==================== mem_arbiter_flat
[src/rtl/mem_arbiter_if.sv]
// Purpose : bundles the icache, dcache and main-memory handshake/bus signals of mem_arbiter.
// Latency : none (signal container only).
// Backpr. : n/a; 'slave' is the arbiter's view, 'master' is the surrounding system's view.
// Ports   : ic_req_* / ic_resp_* (icache), dc_req_* / dc_resp_* (dcache), mem_req_* / mem_resp_* (memory).
interface mem_arbiter_if #(
    parameter int ADDR_W = 32,
    parameter int DATA_W = 32
);
    logic                  ic_req_valid;
    logic                  ic_req_ready;
    logic [ADDR_W-1:0]     ic_req_addr;
    logic                  ic_resp_valid;
    logic [DATA_W-1:0]     ic_resp_data;

    logic                  dc_req_valid;
    logic                  dc_req_ready;
    logic                  dc_req_rw;
    logic [ADDR_W-1:0]     dc_req_addr;
    logic [DATA_W-1:0]     dc_req_wdata;
    logic [DATA_W/8-1:0]   dc_req_wmask;
    logic                  dc_resp_valid;
    logic [DATA_W-1:0]     dc_resp_data;

    logic                  mem_req_valid;
    logic                  mem_req_ready;
    logic                  mem_req_rw;
    logic [ADDR_W-1:0]     mem_req_addr;
    logic [DATA_W-1:0]     mem_req_wdata;
    logic [DATA_W/8-1:0]   mem_req_wmask;
    logic                  mem_resp_valid;
    logic [DATA_W-1:0]     mem_resp_data;

    modport slave (
        input  ic_req_valid, ic_req_addr,
        output ic_req_ready, ic_resp_valid, ic_resp_data,
        input  dc_req_valid, dc_req_rw, dc_req_addr, dc_req_wdata, dc_req_wmask,
        output dc_req_ready, dc_resp_valid, dc_resp_data,
        output mem_req_valid, mem_req_rw, mem_req_addr, mem_req_wdata, mem_req_wmask,
        input  mem_req_ready, mem_resp_valid, mem_resp_data
    );

    modport master (
        output ic_req_valid, ic_req_addr,
        input  ic_req_ready, ic_resp_valid, ic_resp_data,
        output dc_req_valid, dc_req_rw, dc_req_addr, dc_req_wdata, dc_req_wmask,
        input  dc_req_ready, dc_resp_valid, dc_resp_data,
        input  mem_req_valid, mem_req_rw, mem_req_addr, mem_req_wdata, mem_req_wmask,
        output mem_req_ready, mem_resp_valid, mem_resp_data
    );
endinterface

[src/rtl/mem_arbiter.sv]
// Purpose : shares one main-memory port between icache (reads) and dcache (reads/writes) miss traffic.
// Latency : accept at t -> mem_req_valid at t+1; read beats forwarded same cycle; write ack one cycle after handshake.
// Backpr. : one transaction at a time; both req readys are low while busy, requests wait until IDLE.
// Ports   : clk, reset (async, active-high); bus (mem_arbiter_if.slave); busy (state != IDLE);
//           proto_err (sticky, memory beat seen outside a read burst).
// Option  : define MEM_ARB_RR_EN for round-robin tie-breaking; default is fixed dcache-over-icache priority.
module mem_arbiter #(
    parameter int ADDR_W = 32,
    parameter int DATA_W = 32,
    parameter int BEATS  = 4
) (
    input  logic          clk,
    input  logic          reset,
    mem_arbiter_if.slave  bus,
    output logic          busy,
    output logic          proto_err
);
    localparam int MASK_W = DATA_W / 8;
    localparam int CNT_W  = (BEATS > 1) ? $clog2(BEATS) : 1;
    localparam logic [CNT_W-1:0] LAST_BEAT = CNT_W'(BEATS - 1);

    typedef enum logic [1:0] {IDLE, REQ, RESP} state_t;

    state_t              state_q;
    logic                own_dc_q;
    logic                rw_q;
    logic [ADDR_W-1:0]   addr_q;
    logic [DATA_W-1:0]   wdata_q;
    logic [MASK_W-1:0]   wmask_q;
    logic [CNT_W-1:0]    cnt_q;
    logic                wack_q;
    logic                perr_q;

    logic                prefer_dc;
    logic                idle_ok;
    logic                gnt_dc_d;
    logic                gnt_ic_d;
    logic                beat;

`ifdef MEM_ARB_RR_EN
    // 1 when dcache took the most recent grant; icache after reset so dcache wins the first tie.
    logic last_dc_q;
    assign prefer_dc = !last_dc_q;
`else
    assign prefer_dc = 1'b1;
`endif

    // Readys are masked during reset so every output is 0 while reset is held.
    assign idle_ok  = (state_q == IDLE) && !reset;
    assign gnt_dc_d = idle_ok && bus.dc_req_valid && (prefer_dc || !bus.ic_req_valid);
    assign gnt_ic_d = idle_ok && bus.ic_req_valid && !gnt_dc_d;

    always_ff @(posedge clk or posedge reset) begin
        if (reset) begin
            state_q  <= IDLE;
            own_dc_q <= 1'b0;
            rw_q     <= 1'b0;
            addr_q   <= '0;
            wdata_q  <= '0;
            wmask_q  <= '0;
            cnt_q    <= '0;
            wack_q   <= 1'b0;
            perr_q   <= 1'b0;
`ifdef MEM_ARB_RR_EN
            last_dc_q <= 1'b0;
`endif
        end else begin
            wack_q <= 1'b0;
            if (bus.mem_resp_valid && state_q != RESP) begin
                perr_q <= 1'b1;
            end
            case (state_q)
                IDLE: begin
                    if (gnt_dc_d || gnt_ic_d) begin
                        own_dc_q <= gnt_dc_d;
                        rw_q     <= gnt_dc_d && bus.dc_req_rw;
                        addr_q   <= gnt_dc_d ? bus.dc_req_addr : bus.ic_req_addr;
                        wdata_q  <= gnt_dc_d ? bus.dc_req_wdata : '0;
                        wmask_q  <= (gnt_dc_d && bus.dc_req_rw) ? bus.dc_req_wmask : '0;
                        state_q  <= REQ;
`ifdef MEM_ARB_RR_EN
                        last_dc_q <= gnt_dc_d;
`endif
                    end
                end
                REQ: begin
                    if (bus.mem_req_ready) begin
                        if (rw_q) begin
                            // Writes finish at the handshake; the ack is a registered pulse next cycle.
                            wack_q  <= 1'b1;
                            state_q <= IDLE;
                        end else begin
                            cnt_q   <= '0;
                            state_q <= RESP;
                        end
                    end
                end
                RESP: begin
                    if (bus.mem_resp_valid) begin
                        cnt_q <= cnt_q + 1'b1;
                        if (cnt_q == LAST_BEAT) begin
                            state_q <= IDLE;
                        end
                    end
                end
                default: state_q <= IDLE;
            endcase
        end
    end

    assign beat = (state_q == RESP) && bus.mem_resp_valid;

    assign bus.ic_req_ready  = gnt_ic_d;
    assign bus.dc_req_ready  = gnt_dc_d;

    assign bus.ic_resp_valid = beat && !own_dc_q;
    assign bus.ic_resp_data  = (beat && !own_dc_q) ? bus.mem_resp_data : '0;
    assign bus.dc_resp_valid = wack_q || (beat && own_dc_q);
    assign bus.dc_resp_data  = (beat && own_dc_q) ? bus.mem_resp_data : '0;

    assign bus.mem_req_valid = (state_q == REQ);
    assign bus.mem_req_rw    = rw_q;
    assign bus.mem_req_addr  = addr_q;
    assign bus.mem_req_wdata = wdata_q;
    assign bus.mem_req_wmask = wmask_q;

    assign busy      = (state_q != IDLE);
    assign proto_err = perr_q;
endmodule
[src/flat_wrapper.sv]
// flat-port wrapper written by rule: the top's interface ports become plain ports
module mem_arbiter_flat 
#(
    parameter int ADDR_W = 32,
    parameter int DATA_W = 32,
    parameter int BEATS  = 4
)
  (clk, reset, busy, proto_err, bus_ic_req_valid, bus_ic_req_addr, bus_ic_req_ready, bus_ic_resp_valid, bus_ic_resp_data, bus_dc_req_valid, bus_dc_req_rw, bus_dc_req_addr, bus_dc_req_wdata, bus_dc_req_wmask, bus_dc_req_ready, bus_dc_resp_valid, bus_dc_resp_data, bus_mem_req_valid, bus_mem_req_rw, bus_mem_req_addr, bus_mem_req_wdata, bus_mem_req_wmask, bus_mem_req_ready, bus_mem_resp_valid, bus_mem_resp_data);
  mem_arbiter_if #(.ADDR_W(ADDR_W), .DATA_W(DATA_W)) bus_i ();
  input  logic clk;
  input  logic reset;
  output logic busy;
  output logic proto_err;
  input wire logic [$bits(bus_i.ic_req_valid)-1:0] bus_ic_req_valid;
  input wire logic [$bits(bus_i.ic_req_addr)-1:0] bus_ic_req_addr;
  output wire logic [$bits(bus_i.ic_req_ready)-1:0] bus_ic_req_ready;
  output wire logic [$bits(bus_i.ic_resp_valid)-1:0] bus_ic_resp_valid;
  output wire logic [$bits(bus_i.ic_resp_data)-1:0] bus_ic_resp_data;
  input wire logic [$bits(bus_i.dc_req_valid)-1:0] bus_dc_req_valid;
  input wire logic [$bits(bus_i.dc_req_rw)-1:0] bus_dc_req_rw;
  input wire logic [$bits(bus_i.dc_req_addr)-1:0] bus_dc_req_addr;
  input wire logic [$bits(bus_i.dc_req_wdata)-1:0] bus_dc_req_wdata;
  input wire logic [$bits(bus_i.dc_req_wmask)-1:0] bus_dc_req_wmask;
  output wire logic [$bits(bus_i.dc_req_ready)-1:0] bus_dc_req_ready;
  output wire logic [$bits(bus_i.dc_resp_valid)-1:0] bus_dc_resp_valid;
  output wire logic [$bits(bus_i.dc_resp_data)-1:0] bus_dc_resp_data;
  output wire logic [$bits(bus_i.mem_req_valid)-1:0] bus_mem_req_valid;
  output wire logic [$bits(bus_i.mem_req_rw)-1:0] bus_mem_req_rw;
  output wire logic [$bits(bus_i.mem_req_addr)-1:0] bus_mem_req_addr;
  output wire logic [$bits(bus_i.mem_req_wdata)-1:0] bus_mem_req_wdata;
  output wire logic [$bits(bus_i.mem_req_wmask)-1:0] bus_mem_req_wmask;
  input wire logic [$bits(bus_i.mem_req_ready)-1:0] bus_mem_req_ready;
  input wire logic [$bits(bus_i.mem_resp_valid)-1:0] bus_mem_resp_valid;
  input wire logic [$bits(bus_i.mem_resp_data)-1:0] bus_mem_resp_data;
  assign bus_i.ic_req_valid = bus_ic_req_valid;
  assign bus_i.ic_req_addr = bus_ic_req_addr;
  assign bus_ic_req_ready = bus_i.ic_req_ready;
  assign bus_ic_resp_valid = bus_i.ic_resp_valid;
  assign bus_ic_resp_data = bus_i.ic_resp_data;
  assign bus_i.dc_req_valid = bus_dc_req_valid;
  assign bus_i.dc_req_rw = bus_dc_req_rw;
  assign bus_i.dc_req_addr = bus_dc_req_addr;
  assign bus_i.dc_req_wdata = bus_dc_req_wdata;
  assign bus_i.dc_req_wmask = bus_dc_req_wmask;
  assign bus_dc_req_ready = bus_i.dc_req_ready;
  assign bus_dc_resp_valid = bus_i.dc_resp_valid;
  assign bus_dc_resp_data = bus_i.dc_resp_data;
  assign bus_mem_req_valid = bus_i.mem_req_valid;
  assign bus_mem_req_rw = bus_i.mem_req_rw;
  assign bus_mem_req_addr = bus_i.mem_req_addr;
  assign bus_mem_req_wdata = bus_i.mem_req_wdata;
  assign bus_mem_req_wmask = bus_i.mem_req_wmask;
  assign bus_i.mem_req_ready = bus_mem_req_ready;
  assign bus_i.mem_resp_valid = bus_mem_resp_valid;
  assign bus_i.mem_resp_data = bus_mem_resp_data;
  mem_arbiter #(.ADDR_W(ADDR_W), .DATA_W(DATA_W), .BEATS(BEATS)) u_core (.clk(clk), .reset(reset), .bus(bus_i), .busy(busy), .proto_err(proto_err));
endmodule
[config.mk]
export PLATFORM = sky130hd
export DESIGN_NAME = mem_arbiter_flat
export DESIGN_NICKNAME = d
export VERILOG_FILES = /design/src/rtl/mem_arbiter_if.sv /design/src/rtl/mem_arbiter.sv /design/src/flat_wrapper.sv
export SDC_FILE = /design/constraint.sdc
export NUM_CORES = 1
export LEC_CHECK = 0
export ABC_AREA = 1
export CELL_PAD_IN_SITES_DETAIL_PLACEMENT = 0
export CELL_PAD_IN_SITES_GLOBAL_PLACEMENT = 2
export CORE_ASPECT_RATIO = 1.1
export CORE_UTILIZATION = 17
export CTS_BUF_LIST = sky130_fd_sc_hd__clkbuf_4 sky130_fd_sc_hd__clkbuf_8
export DETAILED_ROUTE_END_ITERATION = 12
export PLACE_DENSITY_LB_ADDON = 0.25
export SYNTH_ARGS = -nofsm -noshare
export SYNTH_HDL_FRONTEND = slang
export SYNTH_SLANG_ARGS = --single-unit
[constraint.sdc]
create_clock -name clk -period 4 [get_ports clk]
set_input_delay 0.4 -clock clk [delete_from_list [all_inputs] [get_ports clk]]
set_output_delay 0.4 -clock clk [all_outputs]
set_load 0.03 [all_outputs]
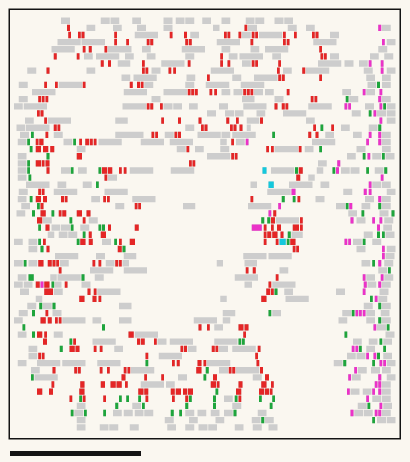
mem_arbiter_flat/logic_types.png
Bar = 50 um.
color	family	cells
magenta	NOR gates	70
green	inverters	111
cyan	inverting AOI/OAI gates	3
red	NAND gates	293
non-filler cells, final: 1,157
Top cell excl fill/tap: clkdlybuf4s50_1
Comb/total area: 21.21%

==> impl_metrics.yaml <==
# implementation run metrics
worst_setup_path:
  startpoint_type: "flip-flop"
  reg2reg_setup_slack_ps: 2040
  r2r.worst_path.cells: 7
route:
  routed_via_density: 3.853
  wl_um: 16080
  vias: 4458
final_layout:
  areaGrowthSynthToFinish_pct: 81.68
  clk_share_pct: 2.709
  final_nets: 993
  nClkBuffers: 10
synthesis:
  synthTopLogicFamily: "simple AND/OR/NAND/NOR gates"
  synth-edff-count: 0
  adder_share_pct: 0.3115
  synthAoiAreaFrac_pct: 0.4673
placement:
  place_ws_ps: 1241
power_and_ir_drop:
  vdd_ir_drop_max_mv: 0.3596
  top_power_group: "combinational cells"
hold_path:
  hp-class: "in2async"
die:
  taps: 300
job:
  openroad.warnings: 26
cts:
  cts_buffers: 9
  cts_tree: "yes"
run_status:
  outcome: "completed"
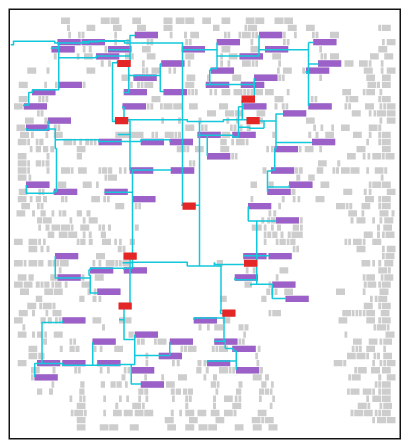
mem_arbiter_flat/clk_routes.png
[purple] flip-flops | count: 76
[red] clock drivers | count: 9
[cyan] clock wires | length: 1,290 um
routed clock nets	10

==> critical path: stages, from the launching register on <==
cell and delay (ps):
dfrtp_1 430, inv_1 90, nor2_1 350, nand3_1 120, buf_4 260, nor2_1 160
clkdlybuf4s50_1 690
==> metal layers <==
metal | GRT usage (%) | vias up
met3 | 4.916 | 9
li1 | - | 2273
met1 | 15.01 | 1984
met4 | 3.655 | 0
met5 | 0 | -
met2 | 23.24 | 192

==================== palette_ram
palette_ram/logic_types.png
Bar = 20 um.
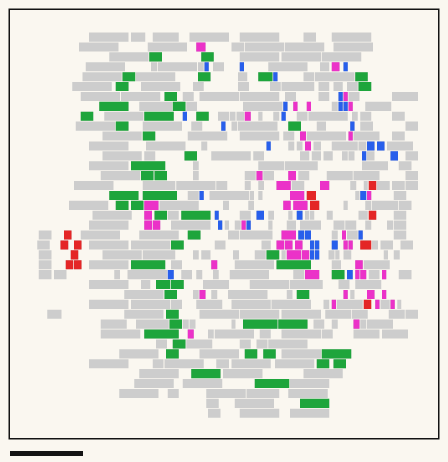
palette_ram/metal_density.png
The die is cut into 24 by 24 equal tiles; black is low, pale yellow is high, scaled to the fullest tile. Values are wire area over tile area, all layers added.
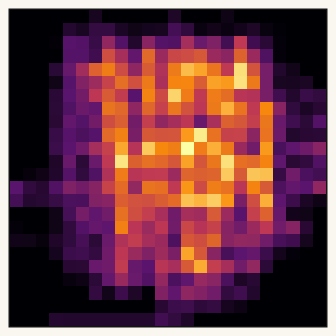
**src/rtl/palette_ram.sv**
```systemverilog
// Purpose : writable colour-palette memory with CPU load/readback, backdrop mirroring and a clear-on-reset sequencer.
// Latency : pixel lookup and CPU read both return registered data one cycle after the request.
// Backpress: none; one pixel lookup per cycle always accepted, CPU writes/reads dropped while init_busy is high.
module palette_ram #(
   parameter int NUM_PAL         = 4,
   parameter int COLORS          = 4,
   parameter int COLOR_W         = 6,
   parameter int MIRROR_BACKDROP = 1,
   localparam int PW             = $clog2(NUM_PAL),
   localparam int CW             = $clog2(COLORS),
   localparam int AW             = PW + CW,
   localparam int DEPTH          = NUM_PAL * COLORS
) (
   input  logic               clk,
   input  logic               rst_n,
   input  logic               cpu_we,
   input  logic               cpu_re,
   input  logic [AW-1:0]      cpu_addr,
   input  logic [COLOR_W-1:0] cpu_wdata,
   output logic [COLOR_W-1:0] cpu_rdata,
   output logic               cpu_rvalid,
   input  logic               pix_valid,
   input  logic [PW-1:0]      palette_num,
   input  logic [CW-1:0]      color_num,
   output logic               out_valid,
   output logic [COLOR_W-1:0] system_color,
   output logic               init_busy
);

   // Counter is one bit wider than the address so DEPTH-1 never aliases with a wrapped value.
   localparam logic [AW:0] INIT_LAST = (AW+1)'(DEPTH - 1);
   localparam logic [AW:0] CNT_ONE   = (AW+1)'(1);

   typedef enum logic {
      ST_INIT = 1'b0,
      ST_RUN  = 1'b1
   } state_e;

   state_e               state_q, state_d;
   logic [AW:0]          cnt_q, cnt_d;
   logic [COLOR_W-1:0]   mem_q [DEPTH];

   logic                 cpu_rvalid_q, cpu_rvalid_d;
   logic [COLOR_W-1:0]   cpu_rdata_q, cpu_rdata_d;
   logic                 out_valid_q, out_valid_d;
   logic [COLOR_W-1:0]   system_color_q, system_color_d;

   logic                 mem_we;
   logic [AW-1:0]        mem_waddr;
   logic [COLOR_W-1:0]   mem_wdata;
   logic [AW-1:0]        cpu_eff;
   logic [AW-1:0]        pix_eff;

   // Colour 0 of every palette collapses onto entry 0 when backdrop mirroring is enabled.
   function automatic logic [AW-1:0] eff_addr(input logic [AW-1:0] a);
      logic [AW-1:0] r;
      r = a;
      if ((MIRROR_BACKDROP != 0) && (a[CW-1:0] == '0)) begin
         r = '0;
      end
      return r;
   endfunction

   assign cpu_eff = eff_addr(cpu_addr);
   assign pix_eff = eff_addr({palette_num, color_num});

   // State and init counter register; reset always restarts the clear from entry 0.
   always_ff @(posedge clk) begin
      if (!rst_n) begin
         state_q <= ST_INIT;
         cnt_q   <= '0;
      end else begin
         state_q <= state_d;
         cnt_q   <= cnt_d;
      end
   end

   // Next state: walk every entry once, then stay in RUN until the next reset.
   always_comb begin
      state_d = state_q;
      cnt_d   = cnt_q;
      if (state_q == ST_INIT) begin
         cnt_d = cnt_q + CNT_ONE;
         if (cnt_q == INIT_LAST) begin
            state_d = ST_RUN;
         end
      end
   end

   // Single write port shared by the clear sequencer and CPU writes; CPU writes are dropped during INIT.
   always_comb begin
      mem_we    = 1'b0;
      mem_waddr = '0;
      mem_wdata = '0;
      if (rst_n) begin
         if (state_q == ST_INIT) begin
            mem_we    = 1'b1;
            mem_waddr = cnt_q[AW-1:0];
            mem_wdata = '0;
         end else if (cpu_we) begin
            mem_we    = 1'b1;
            mem_waddr = cpu_eff;
            mem_wdata = cpu_wdata;
         end
      end
   end

   // Storage array; reads elsewhere use the pre-edge contents, giving read-before-write on collisions.
   always_ff @(posedge clk) begin
      if (mem_we) begin
         mem_q[mem_waddr] <= mem_wdata;
      end
   end

   // Read-side next values: CPU read only in RUN without a simultaneous write; pixel data forced to 0 in INIT.
   always_comb begin
      cpu_rvalid_d   = 1'b0;
      cpu_rdata_d    = cpu_rdata_q;
      out_valid_d    = pix_valid;
      system_color_d = system_color_q;
      if ((state_q == ST_RUN) && cpu_re && !cpu_we) begin
         cpu_rvalid_d = 1'b1;
         cpu_rdata_d  = mem_q[cpu_eff];
      end
      if (pix_valid) begin
         if (state_q == ST_RUN) begin
            system_color_d = mem_q[pix_eff];
         end else begin
            system_color_d = '0;
         end
      end
   end

   // Output registers; all cleared by reset.
   always_ff @(posedge clk) begin
      if (!rst_n) begin
         cpu_rvalid_q   <= 1'b0;
         cpu_rdata_q    <= '0;
         out_valid_q    <= 1'b0;
         system_color_q <= '0;
      end else begin
         cpu_rvalid_q   <= cpu_rvalid_d;
         cpu_rdata_q    <= cpu_rdata_d;
         out_valid_q    <= out_valid_d;
         system_color_q <= system_color_d;
      end
   end

   assign cpu_rvalid   = cpu_rvalid_q;
   assign cpu_rdata    = cpu_rdata_q;
   assign out_valid    = out_valid_q;
   assign system_color = system_color_q;
   assign init_busy    = (state_q == ST_INIT);

endmodule

```
**config.mk**
```make
export PLATFORM = sky130hd
export DESIGN_NAME = palette_ram
export DESIGN_NICKNAME = d
export VERILOG_FILES = /design/src/rtl/palette_ram.sv
export SDC_FILE = /design/constraint.sdc
export NUM_CORES = 1
export LEC_CHECK = 0
export CAP_MARGIN = 5
export CORE_MARGIN = 5
export CORE_UTILIZATION = 45
export DETAILED_ROUTE_END_ITERATION = 7
export GPL_TIMING_DRIVEN = 0
export PLACE_DENSITY = 0.67
export SKIP_CTS_REPAIR_TIMING = 1
export SYNTH_ARGS = -nofsm -noshare
export SYNTH_HDL_FRONTEND = slang
export SYNTH_SLANG_ARGS = --single-unit
```
**constraint.sdc**
```tcl
create_clock -name clk -period 2.2 [get_ports clk]
set_input_delay 0.22 -clock clk [delete_from_list [all_inputs] [get_ports clk]]
set_output_delay 0.22 -clock clk [all_outputs]
set_load 0.05 [all_outputs]
```
==> impl_metrics.yaml <==
# implementation run metrics
power_and_ir_drop:
  power.leakage_uw: 0.002170
  pwr-share-comb_pct: 7.2
route:
  wl_met1_um: 6041
  met3WireLength_um: 1297
worst_setup_path:
  crit_path_top_delay_cell: "clkdlybuf4s50_1"
  crit_type: "in2reg"
run_status:
  outcome: "finished with violations"
  violations: "setup timing"
die:
  dieHeight_um: 117.6
placement:
  gp_congestion: 0.9828
timing:
  rsz0062_at_grt: "true"
  setup_violations: 12
  fin_ws_ps: -57.31
  finClkSkew_ps: 7.158
synthesis:
  area_leaders: "edfxtp_1 53%, dfxtp_1 7.7%, mux2i_1 6.7%"
  synth-edff-count: 92
  synthCells: 385
final_layout:
  seqCellArea_um2: 3163
cts:
  clkLatencyLatePin_ps: 360
## Picture notes: palette_ram/logic_types.png
color	family	cells	most used
green	multiplexers	52	mux2i_1
red	AND and OR gates	12	and2_1
blue	NAND gates	34	nand2_1
magenta	NOR gates	47	nor2_1
Comb/total area: 31.85%
non-filler cells, final: 574
Top cell excl fill/tap: edfxtp_1

## Picture notes: palette_ram/metal_density.png
nearly empty tiles	26%
mean over tiles	0.18
tiles over half the peak	25%
final wirelength: 14,870 um
GRT Util Overall: 21.35%
Routed wire per std cell: 25.90 um

[area by class of cell]
class                   instances  area share [%]
inverters                      11          0.6799
flip-flops and latches        112           52.08
repair buffers                 29           4.780
diodes                          1         0.04120
plain buffers                  23           2.637
clock buffers                   9           3.708
well taps                     143           2.946
clock inverters                 7           1.277
multi-input cells             239           31.85
[routing by layer]
metal | GRT usage [%] | up-vias
li1 | - | 1585
met2 | 32.85 | 192
met5 | 0 | -
met4 | 11.47 | 0
met1 | 28.34 | 1774
met3 | 4.469 | 31

==================== reaction_fsm
reaction_fsm/detail.png
Bar = 10 um. Window x 31 to 56, y 17 to 42 um. Cells in gray, sequential cells in the stronger gray; small squares are vias.
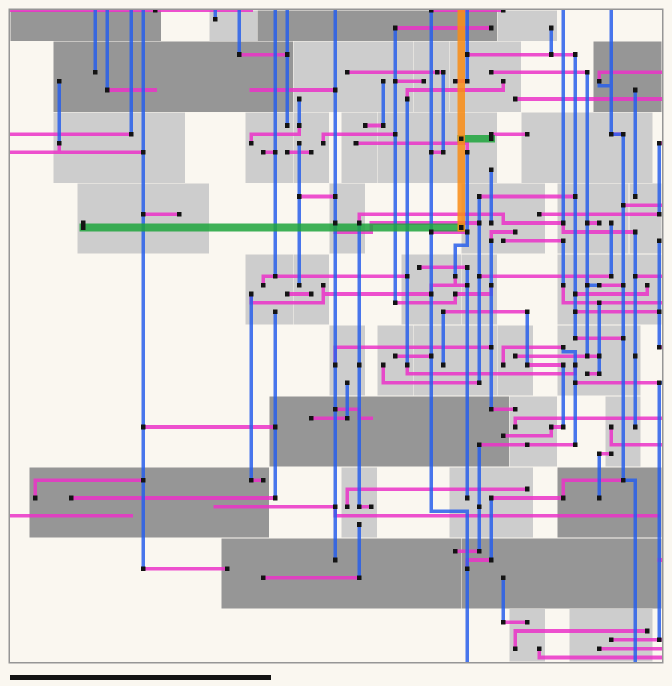
--- src/rtl/reaction_fsm.sv ---
// Reaction-time controller: WAIT delay before lighting the LED, then counts 1 ms ticks until stop.
// Optional feature macro RANDOM_DELAY_EN: LFSR-derived WAIT delay (1000-3047 ms) instead of FIXED_DELAY_MS.
module reaction_fsm #(
   parameter int MAX_MS         = 9999,
   parameter int FIXED_DELAY_MS = 2000
) (
   input  logic        ck,
   input  logic        reset,
   input  logic        one_ms,
   input  logic        start,
   input  logic        stop,
   output logic        clear,
   output logic        led,
   output logic [13:0] time_ms,
   output logic        valid,
   output logic        timeout,
   output logic        cheat,
   output logic        busy
);

   typedef enum logic [2:0] {S_IDLE, S_WAIT, S_GO, S_DONE, S_CHEAT} state_t;

   localparam logic [13:0] MAX_V = 14'(MAX_MS);

   state_t      state_q, state_d;
   logic [11:0] delay_q, delay_d;
   logic [13:0] time_q, time_d;
   logic        clear_q, clear_d;
   logic        led_q, led_d;
   logic        valid_q, valid_d;
   logic        timeout_q, timeout_d;
   logic        cheat_q, cheat_d;
   logic        busy_q, busy_d;
   logic [11:0] load_val;
   logic [13:0] time_inc;
   logic        go_wait;

`ifdef RANDOM_DELAY_EN
   logic [11:0] lfsr_q, lfsr_d;

   // Left-shifting Galois form of x^12+x^6+x^4+x+1
   assign lfsr_d   = {lfsr_q[10:0], 1'b0} ^ (lfsr_q[11] ? 12'h053 : 12'h000);
   assign load_val = 12'd1000 + {1'b0, lfsr_q[10:0]};

   always_ff @(posedge ck or posedge reset) begin
      if (reset) lfsr_q <= 12'hACE;
      else       lfsr_q <= lfsr_d;
   end
`else
   assign load_val = 12'(FIXED_DELAY_MS);
`endif

   assign time_inc = (time_q >= MAX_V) ? MAX_V : time_q + 14'd1;

   always_ff @(posedge ck or posedge reset) begin
      if (reset) begin
         state_q   <= S_IDLE;
         delay_q   <= '0;
         time_q    <= '0;
         clear_q   <= 1'b0;
         led_q     <= 1'b0;
         valid_q   <= 1'b0;
         timeout_q <= 1'b0;
         cheat_q   <= 1'b0;
         busy_q    <= 1'b0;
      end else begin
         state_q   <= state_d;
         delay_q   <= delay_d;
         time_q    <= time_d;
         clear_q   <= clear_d;
         led_q     <= led_d;
         valid_q   <= valid_d;
         timeout_q <= timeout_d;
         cheat_q   <= cheat_d;
         busy_q    <= busy_d;
      end
   end

   always_comb begin
      state_d   = state_q;
      delay_d   = delay_q;
      time_d    = time_q;
      valid_d   = valid_q;
      timeout_d = timeout_q;
      clear_d   = 1'b0;
      go_wait   = 1'b0;
      case (state_q)
         S_IDLE: if (start) go_wait = 1'b1;
         S_WAIT: begin
            // stop outranks a coincident tick: pressing on the last tick is still a cheat
            if (stop) begin
               state_d = S_CHEAT;
               time_d  = '0;
            end else if (one_ms) begin
               delay_d = delay_q - 12'd1;
               if (delay_q == 12'd1) begin
                  state_d = S_GO;
                  clear_d = 1'b1;
               end
            end
         end
         S_GO: begin
            if (one_ms) time_d = time_inc;
            if (stop || (one_ms && time_inc == MAX_V)) begin
               state_d   = S_DONE;
               valid_d   = 1'b1;
               timeout_d = one_ms && (time_inc == MAX_V);
            end
         end
         S_DONE, S_CHEAT: if (start) go_wait = 1'b1;
         default: state_d = S_IDLE;
      endcase
      if (go_wait) begin
         state_d   = S_WAIT;
         delay_d   = load_val;
         time_d    = '0;
         valid_d   = 1'b0;
         timeout_d = 1'b0;
         clear_d   = 1'b1;
      end
      led_d   = (state_d == S_GO);
      busy_d  = (state_d == S_WAIT) || (state_d == S_GO);
      cheat_d = (state_d == S_CHEAT);
   end

   assign clear   = clear_q;
   assign led     = led_q;
   assign time_ms = time_q;
   assign valid   = valid_q;
   assign timeout = timeout_q;
   assign cheat   = cheat_q;
   assign busy    = busy_q;

endmodule

--- config.mk ---
export PLATFORM = sky130hd
export DESIGN_NAME = reaction_fsm
export DESIGN_NICKNAME = d
export VERILOG_FILES = /design/src/rtl/reaction_fsm.sv
export SDC_FILE = /design/constraint.sdc
export NUM_CORES = 1
export LEC_CHECK = 0
export ABC_CLOCK_PERIOD_IN_PS = 4900
export CAP_MARGIN = 20
export CORE_ASPECT_RATIO = 1.2
export CORE_MARGIN = 10
export CORE_UTILIZATION = 40
export DETAILED_ROUTE_END_ITERATION = 8
export PLACE_DENSITY = 0.63
export REMOVE_ABC_BUFFERS = 1
export SETUP_SLACK_MARGIN = 0.4
export SLEW_MARGIN = 25
export SYNTH_ARGS = -nofsm -noshare
export SYNTH_HDL_FRONTEND = slang
export SYNTH_SLANG_ARGS = --single-unit
--- constraint.sdc ---
create_clock -name ck -period 4.9 [get_ports ck]
set_input_delay 0.735 -clock ck [delete_from_list [all_inputs] [get_ports ck]]
set_output_delay 0.735 -clock ck [all_outputs]
set_load 0.01 [all_outputs]
==> impl_metrics.yaml <==
# implementation run metrics
run_status:
  outcome: "completed"
synthesis:
  netlist_area_um2: 2113
  yosysUniqueCellTypes: 61
  synthTopCellsByCount: "35 x dfrtp_1, 30 x nor2_1, 28 x nand2_1"
power_and_ir_drop:
  pg_seq_uw: 351
  pg_clk_uw: 232
  p_clk_share_pct: 32.1
timing:
  maxSlewViolCount: 0
  max_freq_ghz: 0.4035
  rsz0062_at_grt: "false"
  setup_tns_ps: 0
  worst_slew_pin_slew_ps: 635.4
  worst_slew_margin_rel_pct: 57.64
  post-route-period-util_pct: 50.58
cts:
  cts_tree: "yes"
final_layout:
  drive_gt1_share_pct: 10.31
  nNonClkBuffers: 26
  final_nets: 269
  sh_seq_area_pct: 35.55
  utilization_pct: 49.18
  fillCellCount: 492
hold_path:
  whs_endpoint: "delay_q[9]$_DFFE_PP0P_"
placement:
  placed_cell_area_um2: 2360
worst_setup_path:
  max_stage_delay_ps: 570
  cp.required_ps: 5060
  startpoint_type: "input pin"
job:
  cap_viol_max_count: 0
die:
  chipArea_um2: 8602
route:
  met3WireLength_um: 333
About reaction_fsm/detail.png:
color	layer
green	metal 3
orange	metal 4
magenta	metal 1
blue	metal 2
netlist names of flops here include	`delay_q` (4), `time_ms` (1)
most frequent	nor2_1 (6), dfrtp_1 (5), nand2_1 (4)
sequential cells in the window	5
cells with their middle in the window	35

[worst max path at each step]
stage / from / to / slack (ps) / cells past startpoint
after floorplan: time_ms[0]$_DFFE_PP0P_ / time_ms[12]$_DFFE_PP0P_ / 2400 / 7
after global placement: stop / time_ms[11]$_DFFE_PP0P_ / 2100 / 6
after detailed placement: stop / time_ms[11]$_DFFE_PP0P_ / 2060 / 6
after CTS: stop / time_ms[11]$_DFFE_PP0P_ / 2360 / 6
after global routing: stop / delay_q[9]$_DFFE_PP0P_ / 2260 / 7
final: stop / delay_q[8]$_DFFE_PP0P_ / 2420 / 7

==================== bch15_decode_sequencer_flat
bch15_decode_sequencer_flat/clk_routes.png
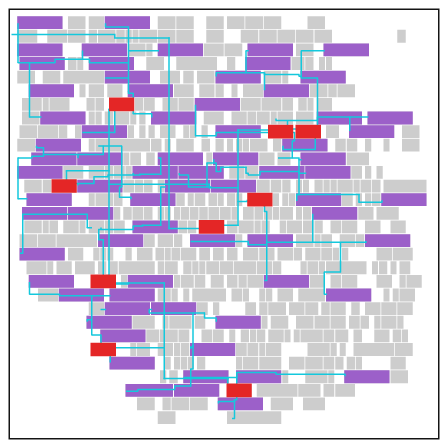
bch15_decode_sequencer_flat/logic_types.png
Bar = 20 um.
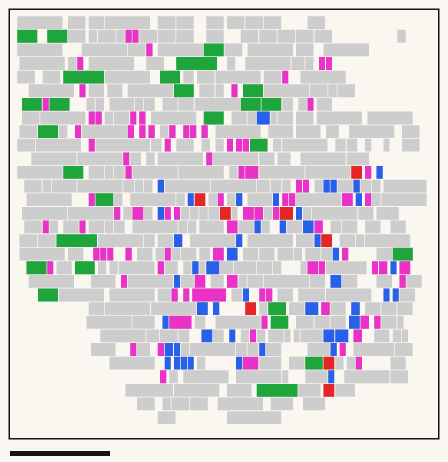
<file path="src/rtl/bch15_pkg.sv">
// Shared GF(16) constants, sequencer state encoding and inverse table for the
// BCH(15,7,t=2) decoder.
package bch15_pkg;

  localparam logic [4:0] GF_POLY    = 5'h13;
  localparam logic [8:0] BCH_GEN    = 9'h1D1;
  localparam logic [3:0] ALPHA      = 4'h2;
  localparam logic [3:0] ALPHA3     = 4'h8;
  localparam logic [3:0] ALPHA_INV  = 4'h9;
  localparam logic [3:0] ALPHA_INV2 = 4'hD;

  typedef enum logic [2:0] {
    ST_IDLE,
    ST_SYND,
    ST_LOC,
    ST_CHIEN,
    ST_DONE
  } state_t;

  // inv(0) has no meaning; it returns 0 and is only reached when S1 is zero.
  function automatic logic [3:0] gf16_inv(input logic [3:0] a);
    logic [3:0] r;
    case (a)
      4'h1: r = 4'h1;
      4'h2: r = 4'h9;
      4'h3: r = 4'hE;
      4'h4: r = 4'hD;
      4'h5: r = 4'hB;
      4'h6: r = 4'h7;
      4'h7: r = 4'h6;
      4'h8: r = 4'hF;
      4'h9: r = 4'h2;
      4'hA: r = 4'hC;
      4'hB: r = 4'h5;
      4'hC: r = 4'hA;
      4'hD: r = 4'h4;
      4'hE: r = 4'h3;
      4'hF: r = 4'h8;
      default: r = 4'h0;
    endcase
    return r;
  endfunction

endpackage

</file>
<file path="src/rtl/bch15_decode_sequencer_if.sv">
// Word-in / result-out handshake bundle of the BCH(15,7) decode sequencer.
interface bch15_decode_sequencer_if;
  logic        in_valid;
  logic        in_ready;
  logic [14:0] in_data;
  logic        out_valid;
  logic        out_ready;
  logic [14:0] out_codeword;
  logic [6:0]  out_msg;
  logic [1:0]  out_err_count;
  logic        out_uncorrectable;
  logic        busy;

  modport master (
    output in_valid, in_data, out_ready,
    input  in_ready, out_valid, out_codeword, out_msg, out_err_count,
           out_uncorrectable, busy
  );

  modport slave (
    input  in_valid, in_data, out_ready,
    output in_ready, out_valid, out_codeword, out_msg, out_err_count,
           out_uncorrectable, busy
  );
endinterface

</file>
<file path="src/rtl/gf16_mult.sv">
// Combinational GF(16) multiplier, field polynomial x^4+x+1.
module gf16_mult
  import bch15_pkg::*;
(
  input  logic [3:0] a,
  input  logic [3:0] b,
  output logic [3:0] p
);

  logic [6:0] full;

  always_comb begin
    full = '0;
    for (int i = 0; i < 4; i++) begin
      if (b[i]) full = full ^ (7'(a) << i);
    end
    for (int i = 6; i >= 4; i--) begin
      if (full[i]) full = full ^ (7'(GF_POLY) << (i - 4));
    end
    p = full[3:0];
  end

endmodule

</file>
<file path="src/rtl/bch15_decode_sequencer.sv">
// Serial BCH(15,7,t=2) decoder: Horner syndromes, closed-form locator,
// serial Chien search, all on two time-shared GF(16) multipliers.
//
// state    | meaning
// ---------+--------------------------------------------------------------
// ST_IDLE  | waiting for a word, in_ready high
// ST_SYND  | 15 cycles of Horner syndrome update, bit 14 first
// ST_LOC   | one cycle: derive sigma1/sigma2, degree, uncorrectable flag
// ST_CHIEN | 15 cycles evaluating sigma at alpha^-j, j = 0..14
// ST_DONE  | result presented, held until out_ready
module bch15_decode_sequencer
  import bch15_pkg::*;
#(
  parameter bit FIXED_LATENCY = 1'b1
) (
  input logic                      clk,
  input logic                      rst_n,
  bch15_decode_sequencer_if.slave  bus
);

  state_t      state;
  logic [14:0] raw;
  logic [3:0]  acc1, acc2;
  logic [3:0]  cnt;
  logic [14:0] mask;
  logic [1:0]  root_cnt, deg;
  logic        uncorr;

  logic        in_ready_q, busy_q, out_valid_q, unc_q;
  logic [14:0] cw_q;
  logic [1:0]  err_q;

  logic [3:0]  ma_b, mb_b, prod_a, prod_b;

  // acc1/acc2 hold S1/S3 during SYND and t1/t2 during CHIEN.
  always_comb begin
    ma_b = ALPHA;
    mb_b = ALPHA3;
    case (state)
      ST_LOC: begin
        ma_b = acc1;
        mb_b = gf16_inv(acc1);
      end
      ST_CHIEN: begin
        ma_b = ALPHA_INV;
        mb_b = ALPHA_INV2;
      end
      default: ;
    endcase
  end

  gf16_mult u_mult_a (.a(acc1), .b(ma_b), .p(prod_a));
  gf16_mult u_mult_b (.a(acc2), .b(mb_b), .p(prod_b));

  // (S3 ^ S1^3) * inv(S1) rewritten as S1^2 ^ S3*inv(S1) so LOC needs two products.
  logic       s1_zero, loc_unc, loc_skip;
  logic [3:0] sigma2;
  logic [1:0] loc_deg;

  always_comb begin
    s1_zero  = (acc1 == 4'h0);
    loc_unc  = s1_zero && (acc2 != 4'h0);
    sigma2   = s1_zero ? 4'h0 : (prod_a ^ prod_b);
    loc_deg  = s1_zero ? 2'd0 : ((sigma2 == 4'h0) ? 2'd1 : 2'd2);
    loc_skip = (FIXED_LATENCY == 1'b0) && s1_zero;
  end

  logic        hit;
  logic [14:0] mask_nxt;
  logic [1:0]  rc_nxt;
  logic [14:0] fin_mask;
  logic [1:0]  fin_rc, fin_deg;
  logic        fin_unc, fin_fail, load_done;

  always_comb begin
    hit      = ((4'h1 ^ acc1 ^ acc2) == 4'h0);
    mask_nxt = mask | (15'(hit) << cnt);
    rc_nxt   = (hit && root_cnt != 2'd3) ? root_cnt + 2'd1 : root_cnt;
    fin_mask = mask_nxt;
    fin_rc   = rc_nxt;
    fin_deg  = deg;
    fin_unc  = uncorr;
    if (state == ST_LOC) begin
      fin_mask = '0;
      fin_rc   = 2'd0;
      fin_deg  = loc_deg;
      fin_unc  = loc_unc;
    end
    fin_fail  = fin_unc || (fin_rc != fin_deg);
    load_done = ((state == ST_LOC) && loc_skip) ||
                ((state == ST_CHIEN) && (cnt == 4'd14));
  end

  always_ff @(posedge clk or negedge rst_n) begin
    if (!rst_n) begin
      state       <= ST_IDLE;
      raw         <= '0;
      acc1        <= '0;
      acc2        <= '0;
      cnt         <= '0;
      mask        <= '0;
      root_cnt    <= '0;
      deg         <= '0;
      uncorr      <= 1'b0;
      in_ready_q  <= 1'b1;
      busy_q      <= 1'b0;
      out_valid_q <= 1'b0;
      cw_q        <= '0;
      err_q       <= '0;
      unc_q       <= 1'b0;
    end else begin
      case (state)
        ST_IDLE: begin
          if (bus.in_valid && in_ready_q) begin
            raw        <= bus.in_data;
            acc1       <= '0;
            acc2       <= '0;
            cnt        <= 4'd14;
            in_ready_q <= 1'b0;
            busy_q     <= 1'b1;
            state      <= ST_SYND;
          end
        end
        ST_SYND: begin
          acc1 <= prod_a ^ {3'b000, raw[cnt]};
          acc2 <= prod_b ^ {3'b000, raw[cnt]};
          if (cnt == 4'd0) state <= ST_LOC;
          else cnt <= cnt - 4'd1;
        end
        ST_LOC: begin
          acc2     <= sigma2;
          deg      <= loc_deg;
          uncorr   <= loc_unc;
          cnt      <= 4'd0;
          mask     <= '0;
          root_cnt <= 2'd0;
          state    <= loc_skip ? ST_DONE : ST_CHIEN;
        end
        ST_CHIEN: begin
          acc1     <= prod_a;
          acc2     <= prod_b;
          mask     <= mask_nxt;
          root_cnt <= rc_nxt;
          if (cnt == 4'd14) state <= ST_DONE;
          else cnt <= cnt + 4'd1;
        end
        ST_DONE: begin
          if (bus.out_ready) begin
            out_valid_q <= 1'b0;
            in_ready_q  <= 1'b1;
            busy_q      <= 1'b0;
            state       <= ST_IDLE;
          end
        end
        default: state <= ST_IDLE;
      endcase

      if (load_done) begin
        out_valid_q <= 1'b1;
        cw_q        <= fin_fail ? raw : (raw ^ fin_mask);
        err_q       <= fin_fail ? 2'd0 : fin_deg;
        unc_q       <= fin_fail;
      end
    end
  end

  assign bus.in_ready          = in_ready_q;
  assign bus.busy              = busy_q;
  assign bus.out_valid         = out_valid_q;
  assign bus.out_codeword      = cw_q;
  assign bus.out_msg           = cw_q[14:8];
  assign bus.out_err_count     = err_q;
  assign bus.out_uncorrectable = unc_q;

endmodule

</file>
<file path="src/flat_wrapper.sv">
// flat-port wrapper written by rule: the top's interface ports become plain ports
module bch15_decode_sequencer_flat import bch15_pkg::*;
#(
  parameter bit FIXED_LATENCY = 1'b1
)
  (clk, rst_n, bus_in_valid, bus_in_data, bus_out_ready, bus_in_ready, bus_out_valid, bus_out_codeword, bus_out_msg, bus_out_err_count, bus_out_uncorrectable, bus_busy);
  bch15_decode_sequencer_if bus_i ();
  input logic clk;
  input logic rst_n;
  input wire logic [$bits(bus_i.in_valid)-1:0] bus_in_valid;
  input wire logic [$bits(bus_i.in_data)-1:0] bus_in_data;
  input wire logic [$bits(bus_i.out_ready)-1:0] bus_out_ready;
  output wire logic [$bits(bus_i.in_ready)-1:0] bus_in_ready;
  output wire logic [$bits(bus_i.out_valid)-1:0] bus_out_valid;
  output wire logic [$bits(bus_i.out_codeword)-1:0] bus_out_codeword;
  output wire logic [$bits(bus_i.out_msg)-1:0] bus_out_msg;
  output wire logic [$bits(bus_i.out_err_count)-1:0] bus_out_err_count;
  output wire logic [$bits(bus_i.out_uncorrectable)-1:0] bus_out_uncorrectable;
  output wire logic [$bits(bus_i.busy)-1:0] bus_busy;
  assign bus_i.in_valid = bus_in_valid;
  assign bus_i.in_data = bus_in_data;
  assign bus_i.out_ready = bus_out_ready;
  assign bus_in_ready = bus_i.in_ready;
  assign bus_out_valid = bus_i.out_valid;
  assign bus_out_codeword = bus_i.out_codeword;
  assign bus_out_msg = bus_i.out_msg;
  assign bus_out_err_count = bus_i.out_err_count;
  assign bus_out_uncorrectable = bus_i.out_uncorrectable;
  assign bus_busy = bus_i.busy;
  bch15_decode_sequencer #(.FIXED_LATENCY(FIXED_LATENCY)) u_core (.clk(clk), .rst_n(rst_n), .bus(bus_i));
endmodule
</file>
<file path="config.mk">
export PLATFORM = sky130hd
export DESIGN_NAME = bch15_decode_sequencer_flat
export DESIGN_NICKNAME = d
export VERILOG_FILES = /design/src/rtl/bch15_pkg.sv /design/src/rtl/bch15_decode_sequencer_if.sv /design/src/rtl/gf16_mult.sv /design/src/rtl/bch15_decode_sequencer.sv /design/src/flat_wrapper.sv
export SDC_FILE = /design/constraint.sdc
export NUM_CORES = 1
export LEC_CHECK = 0
export CORE_UTILIZATION = 61
export CTS_CLUSTER_SIZE = 12
export DETAILED_ROUTE_END_ITERATION = 16
export GPL_ROUTABILITY_DRIVEN = 0
export PLACE_DENSITY = 0.95
export SETUP_SLACK_MARGIN = 0.15
export SYNTH_ARGS = -nofsm -noshare
export SYNTH_HDL_FRONTEND = slang
export SYNTH_SLANG_ARGS = --single-unit
</file>
<file path="constraint.sdc">
create_clock -name clk -period 4.5 [get_ports clk]
set_input_delay 0.675 -clock clk [delete_from_list [all_inputs] [get_ports clk]]
set_output_delay 0.675 -clock clk [all_outputs]
set_load 0.05 [all_outputs]
</file>
==> impl_metrics.yaml <==
# implementation run metrics
worst_setup_path:
  startpoint_type: "flip-flop"
  max_stage_delay_ps: 730
  crit_fanout: 20
  crit_chain: "nor3b_4 -> o221ai_2 -> nand2_1 -> xnor3_1 -> xnor3_1 -> xor2_1 -> or2_1 -> a31oi_1"
grt:
  met1_usage_pct: 39.86
placement:
  dp_hpwl_um: 7370
die:
  chipArea_um2: 7308
route:
  wl_met2_um: 5475
run_status:
  outcome: "completed"
synthesis:
  synth_flops: 71
  syn-num-nets: 485
cts:
  cts.sink_count: 71
final_layout:
  dominant_cells: "multi-input combinational cells"
  fin_area_um2: 4862
power_and_ir_drop:
  sw_frac_of_total_pct: 48.02
Notes on bch15_decode_sequencer_flat/clk_routes.png above:
[red] clock drivers | count: 9
[cyan] clock wires | length: 887 um
[purple] flip-flops | count: 71
routed clock nets	10
clk pwr: 576 uW
clk ins delay skew pair: 360 ps
Setup Skew: 17.19 ps
Clk network pwr share: 15.2%

Notes on bch15_decode_sequencer_flat/logic_types.png above:
color	family	cells	most used
green	multiplexers	26	mux2_2
magenta	NOR gates	89	nor2_1
red	AND and OR gates	8	and2_1
blue	NAND gates	48	nand2_1
Comb/total area: 46.22%
non-filler cells, final: 562

[layout by cell type, fill, tap and decap left out, drive strengths merged, types with 2 or more instances in the layout]
cell type and count:
nor3 6, nand2 34, a311o 2, or2 2, a31oi 15, xnor2 28, nor2b 6, nor3b 2
a211oi 3, xnor3 2, nor2 72, clkbuf 10, nand2b 4, dfrtp 70, a21oi 52, o2111ai 2
o22ai 8, clkinv 2, nor4 3, o21ai 12, buf 4, and2 3, mux2i 5, xor2 11
a21o 3, bufinv 2, nand3b 4, nand4 3, a2bb2oi 2, inv 11, clkdlybuf4s50 45, ha 10
nand3 3, mux4 4, mux2 17

==================== fifo_read_gray_ctrl
fifo_read_gray_ctrl/placement.png
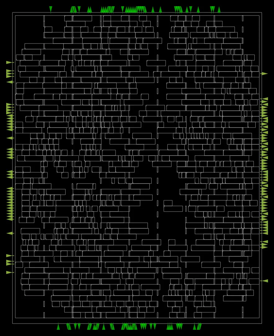
fifo_read_gray_ctrl/clk_routes.png
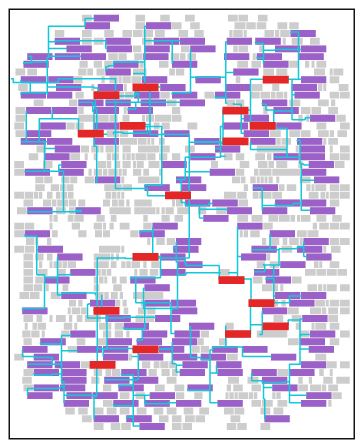
===== src/rtl/fifo_cdcc_pkg.sv =====
// Shared definitions for both sides of the fifo_cdcc asynchronous FIFO:
// Gray/binary conversion helpers, default widths and reset values.
package fifo_cdcc_pkg;

  localparam int PTR_WORD_BITS      = 64;
  localparam int DEFAULT_PTR_BITS   = 32;
  localparam int DEFAULT_DATA_WIDTH = 32;

  typedef logic [PTR_WORD_BITS-1:0] ptr_word_t;

  localparam ptr_word_t RST_PTR   = '0;
  localparam ptr_word_t RST_DATA  = '0;
  localparam logic      RST_VALID = 1'b0;

  // Callers zero-extend into ptr_word_t and size-cast the result back down,
  // so one function body serves every pointer width.
  function automatic ptr_word_t bin2gray(input ptr_word_t b);
    return b ^ (b >> 1);
  endfunction

  function automatic ptr_word_t gray2bin(input ptr_word_t g);
    ptr_word_t b;
    b = g;
    for (int i = 1; i < PTR_WORD_BITS; i++) begin
      b = b ^ (g >> i);
    end
    return b;
  endfunction

endpackage


===== src/rtl/fifo_gray_sync_2ff.sv =====
// Two-flop synchronizer for a Gray-coded pointer entering the rd_clk domain.
// Generic in width so the write side can reuse it for the opposite crossing.
module fifo_gray_sync_2ff
  import fifo_cdcc_pkg::*;
#(
  parameter int WIDTH = DEFAULT_PTR_BITS + 1
) (
  input  logic             rd_clk,
  input  logic             rd_rst_n,
  input  logic [WIDTH-1:0] d,
  output logic [WIDTH-1:0] q
);

  logic [WIDTH-1:0] meta_reg;
  logic [WIDTH-1:0] sync_reg;

  always_ff @(posedge rd_clk or negedge rd_rst_n) begin
    if (!rd_rst_n) begin
      meta_reg <= WIDTH'(RST_PTR);
      sync_reg <= WIDTH'(RST_PTR);
    end else begin
      meta_reg <= d;
      sync_reg <= meta_reg;
    end
  end

  assign q = sync_reg;

endmodule


===== src/rtl/fifo_read_gray_ctrl.sv =====
// Read-side controller of fifo_cdcc: empty detection, BRAM read issue and a
// 2-entry valid/ready output buffer. FIFO_CDCC_FILL_LEVEL_EN adds o_fill_level.
module fifo_read_gray_ctrl
  import fifo_cdcc_pkg::*;
#(
  parameter int INT_FIFO_PTR_BITS_CNT = DEFAULT_PTR_BITS,
  parameter int DATA_WIDTH            = DEFAULT_DATA_WIDTH
) (
  input  logic                             rd_clk,
  input  logic                             rd_rst_n,
  output logic                             read_en,
  output logic [INT_FIFO_PTR_BITS_CNT-1:0] o_rd_intptr,
  output logic [INT_FIFO_PTR_BITS_CNT:0]   o_rd_grayptr,
  input  logic [INT_FIFO_PTR_BITS_CNT:0]   i_wr_grayptr,
  input  logic [DATA_WIDTH-1:0]            i_rd_data,
  output logic [DATA_WIDTH-1:0]            o_data,
  output logic                             o_valid,
  input  logic                             i_ready
`ifdef FIFO_CDCC_FILL_LEVEL_EN
  ,
  output logic [INT_FIFO_PTR_BITS_CNT:0]   o_fill_level
`endif
);

  localparam int PW = INT_FIFO_PTR_BITS_CNT + 1;

  logic [PW-1:0]         wr_gray_s;
  logic [PW-1:0]         rd_ptr_reg;
  logic [PW-1:0]         rd_ptr_next;
  logic [PW-1:0]         rd_gray_reg;
  logic [PW-1:0]         rd_gray_next;
  logic                  out_v_reg;
  logic                  skid_v_reg;
  logic                  inflight_reg;
  logic [DATA_WIDTH-1:0] out_data_reg;
  logic [DATA_WIDTH-1:0] skid_data_reg;
  logic                  empty;
  logic                  pop;
  logic [1:0]            occ;

  fifo_gray_sync_2ff #(
    .WIDTH (PW)
  ) u_wr_sync (
    .rd_clk   (rd_clk),
    .rd_rst_n (rd_rst_n),
    .d        (i_wr_grayptr),
    .q        (wr_gray_s)
  );

  assign empty = (rd_gray_reg == wr_gray_s);
  assign pop   = out_v_reg & i_ready;
  assign occ   = {1'b0, out_v_reg} + {1'b0, skid_v_reg} + {1'b0, inflight_reg};

  // A pop frees a slot in the same cycle, so a full buffer can still read.
  assign read_en = ~empty & ((occ < 2'd2) | pop);

  assign rd_ptr_next  = rd_ptr_reg + {{(PW-1){1'b0}}, read_en};
  assign rd_gray_next = PW'(bin2gray(ptr_word_t'(rd_ptr_next)));

  always_ff @(posedge rd_clk or negedge rd_rst_n) begin
    if (!rd_rst_n) begin
      rd_ptr_reg    <= PW'(RST_PTR);
      rd_gray_reg   <= PW'(RST_PTR);
      inflight_reg  <= RST_VALID;
      out_v_reg     <= RST_VALID;
      skid_v_reg    <= RST_VALID;
      out_data_reg  <= DATA_WIDTH'(RST_DATA);
      skid_data_reg <= DATA_WIDTH'(RST_DATA);
    end else begin
      rd_ptr_reg   <= rd_ptr_next;
      rd_gray_reg  <= rd_gray_next;
      inflight_reg <= read_en;
      if (pop) begin
        if (skid_v_reg) begin
          out_data_reg <= skid_data_reg;
          if (inflight_reg) begin
            skid_data_reg <= i_rd_data;
          end else begin
            skid_v_reg <= 1'b0;
          end
        end else if (inflight_reg) begin
          out_data_reg <= i_rd_data;
        end else begin
          out_v_reg <= 1'b0;
        end
      end else if (inflight_reg) begin
        // Occupancy is capped at 2, so an occupied output implies an empty skid.
        if (!out_v_reg) begin
          out_data_reg <= i_rd_data;
          out_v_reg    <= 1'b1;
        end else begin
          skid_data_reg <= i_rd_data;
          skid_v_reg    <= 1'b1;
        end
      end
    end
  end

  assign o_rd_intptr  = rd_ptr_reg[INT_FIFO_PTR_BITS_CNT-1:0];
  assign o_rd_grayptr = rd_gray_reg;
  assign o_data       = out_data_reg;
  assign o_valid      = out_v_reg;

`ifdef FIFO_CDCC_FILL_LEVEL_EN
  logic [PW-1:0] fill_reg;

  // Counts words still in BRAM; words already in the output buffer are excluded.
  always_ff @(posedge rd_clk or negedge rd_rst_n) begin
    if (!rd_rst_n) begin
      fill_reg <= PW'(RST_PTR);
    end else begin
      fill_reg <= PW'(gray2bin(ptr_word_t'(wr_gray_s))) - rd_ptr_reg;
    end
  end

  assign o_fill_level = fill_reg;
`endif

endmodule


===== config.mk =====
export PLATFORM = sky130hd
export DESIGN_NAME = fifo_read_gray_ctrl
export DESIGN_NICKNAME = d
export VERILOG_FILES = /design/src/rtl/fifo_cdcc_pkg.sv /design/src/rtl/fifo_gray_sync_2ff.sv /design/src/rtl/fifo_read_gray_ctrl.sv
export SDC_FILE = /design/constraint.sdc
export NUM_CORES = 1
export LEC_CHECK = 0
export CAP_MARGIN = 20
export CORE_ASPECT_RATIO = 1.25
export CORE_UTILIZATION = 45
export DETAILED_ROUTE_END_ITERATION = 6
export GPL_ROUTABILITY_DRIVEN = 1
export PLACE_DENSITY = 0.72
export SYNTH_ARGS = -nofsm -noshare
export SYNTH_HDL_FRONTEND = slang
export SYNTH_SLANG_ARGS = --single-unit

===== constraint.sdc =====
create_clock -name rd_clk -period 6.4 [get_ports rd_clk]
set_clock_uncertainty 0.15 [all_clocks]
set_input_delay 1.6 -clock rd_clk [delete_from_list [all_inputs] [get_ports rd_clk]]
set_output_delay 1.6 -clock rd_clk [all_outputs]
set_load 0.01 [all_outputs]

==> impl_metrics.yaml <==
# implementation run metrics
timing:
  max_freq_ghz: 0.2004
  maxSlewViolCount: 0
  worst_slew_margin_rel_pct: 41.38
  setup_violations: 0
power_and_ir_drop:
  pwr-share-comb_pct: 31.1
run_status:
  outcome: "completed"
worst_setup_path:
  path_depth: 4
  startpoint_type: "input pin"
  crit_type: "in2out"
  r2r.worst_path.cells: 12
cts:
  clock_path_buffers: 2
synthesis:
  flop_cell: "dfrtp_1"
  ys_area_um2: 8003
  top_cell: "dfrtp_1"
  yosys_warnings: 0
grt:
  grt_pass1_vias: 5367
  grt_max_degree: 115
route:
  met3WireLength_um: 833
  wl_met2_um: 9242
final_layout:
  diodes: 0
placement:
  place_inst: 991
About fifo_read_gray_ctrl/placement.png:
non-filler cells, final: 1,023
Core Region: 17,430 um2

About fifo_read_gray_ctrl/clk_routes.png:
[red] clock drivers | count: 17
[cyan] clock wires | length: 2,120 um
[purple] flip-flops | count: 198
flops lie	spread over the die
routed clock nets	18

==> kinds of logic (layout without fill, tap and decap cells) <==
group                      count (synthesis)  after routing  share of synthesized area (%)
buffers and inverters                     41            223                          2.189
AOI/OAI and AO/OA                         70             70                          5.300
DFF                                      198            198                          61.91
muxes                                     65             65                          8.630
adders and majority gates                  4              4                         0.6254
xor gates and xnor gates                  98             98                          10.91
and+or+nand+nor                          141            141                          10.43
==> power by group through the flow <==
stage	clock (uW)	combinational, uW	sequential [uW]
global route	1220	1420	1780
finish	1140	1300	1740
CTS	1170	1320	1740
detailed placement	0	1320	1770
floorplan	0	699	1790
global placement	0	1270	1740


==> gallery <==
A small window of the routed layout.
shot_01.png
Bar = 10 um. Window x 46 to 71, y 23 to 48 um. Cells in gray, sequential cells in the stronger gray; small squares are vias.
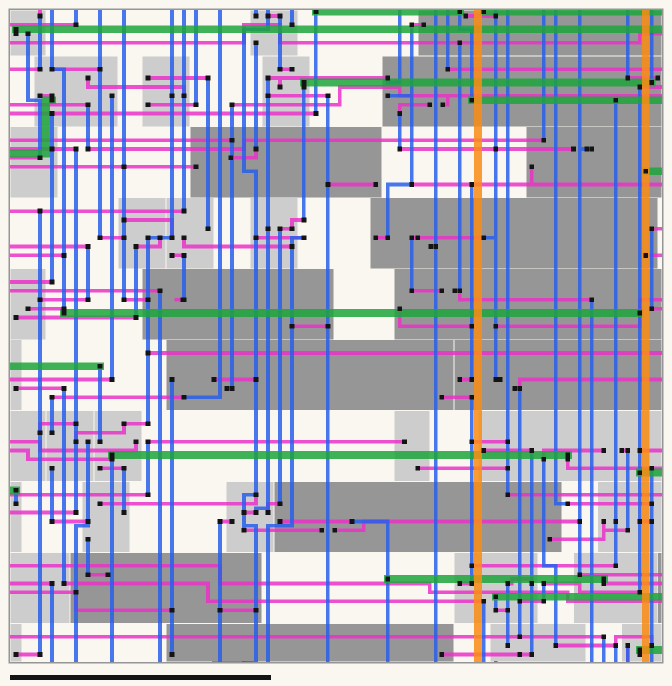
shot_02.png
Bar = 10 um. Window x 48 to 73, y 33 to 58 um. Cells in gray, sequential cells in the stronger gray; small squares are vias.
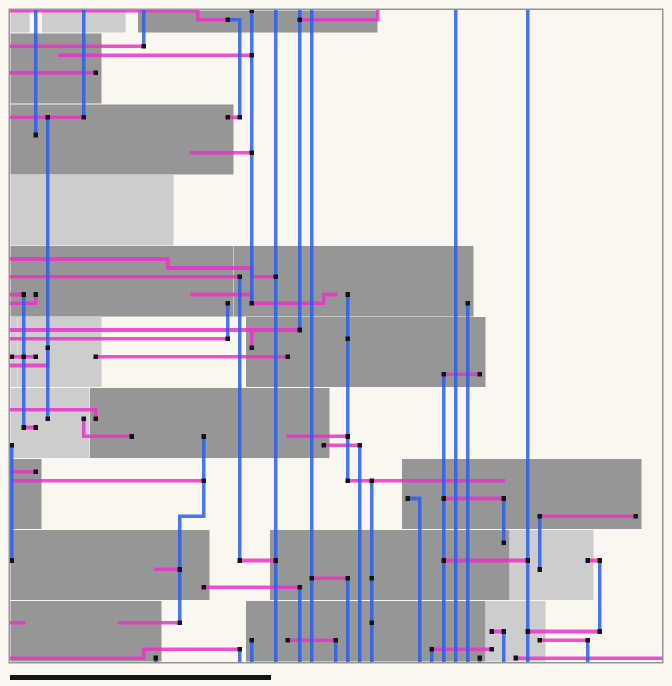
shot_03.png
Bar = 10 um. Window x 62 to 87, y 36 to 61 um. Cells in gray, sequential cells in the stronger gray; small squares are vias.
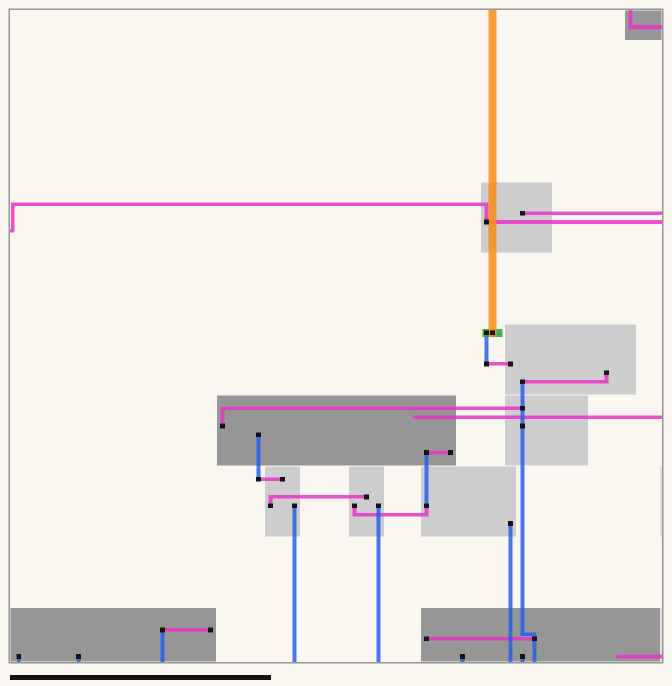
shot_04.png
Bar = 10 um. Window x 30 to 55, y 13 to 38 um. Cells in gray, sequential cells in the stronger gray; small squares are vias.
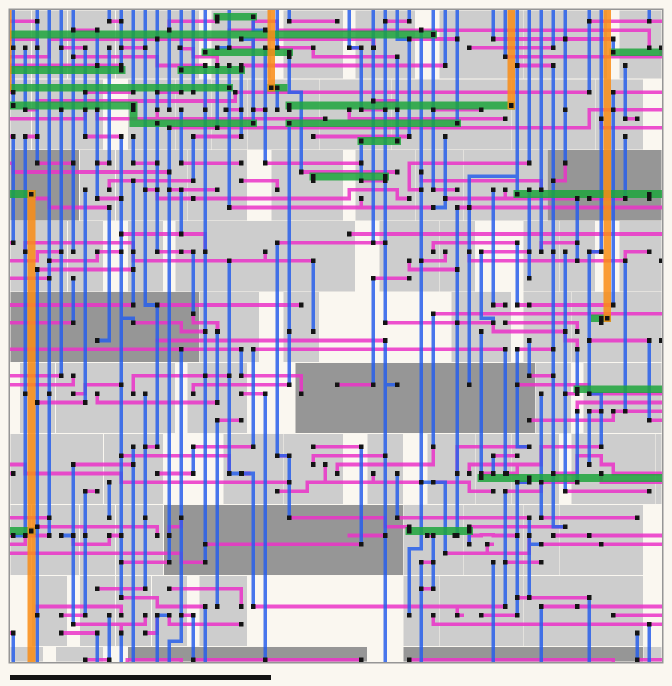
- fifo_read_gray_ctrl = shot_02.png
- bch15_decode_sequencer_flat = shot_04.png
- palette_ram = shot_01.png
- mem_arbiter_flat = shot_03.png

Key to shot_02.png:
color	layer
blue	metal 2
magenta	metal 1
netlist names of flops here include	`o_rd_grayptr` (5), `rd_ptr_reg` (2), `u_wr_sync.q` (2)
cells with their middle in the window	15
most frequent	dfrtp_1 (10), xor2_1 (3)
sequential cells in the window	10

Power is estimated from default activity; no workload was simulated.
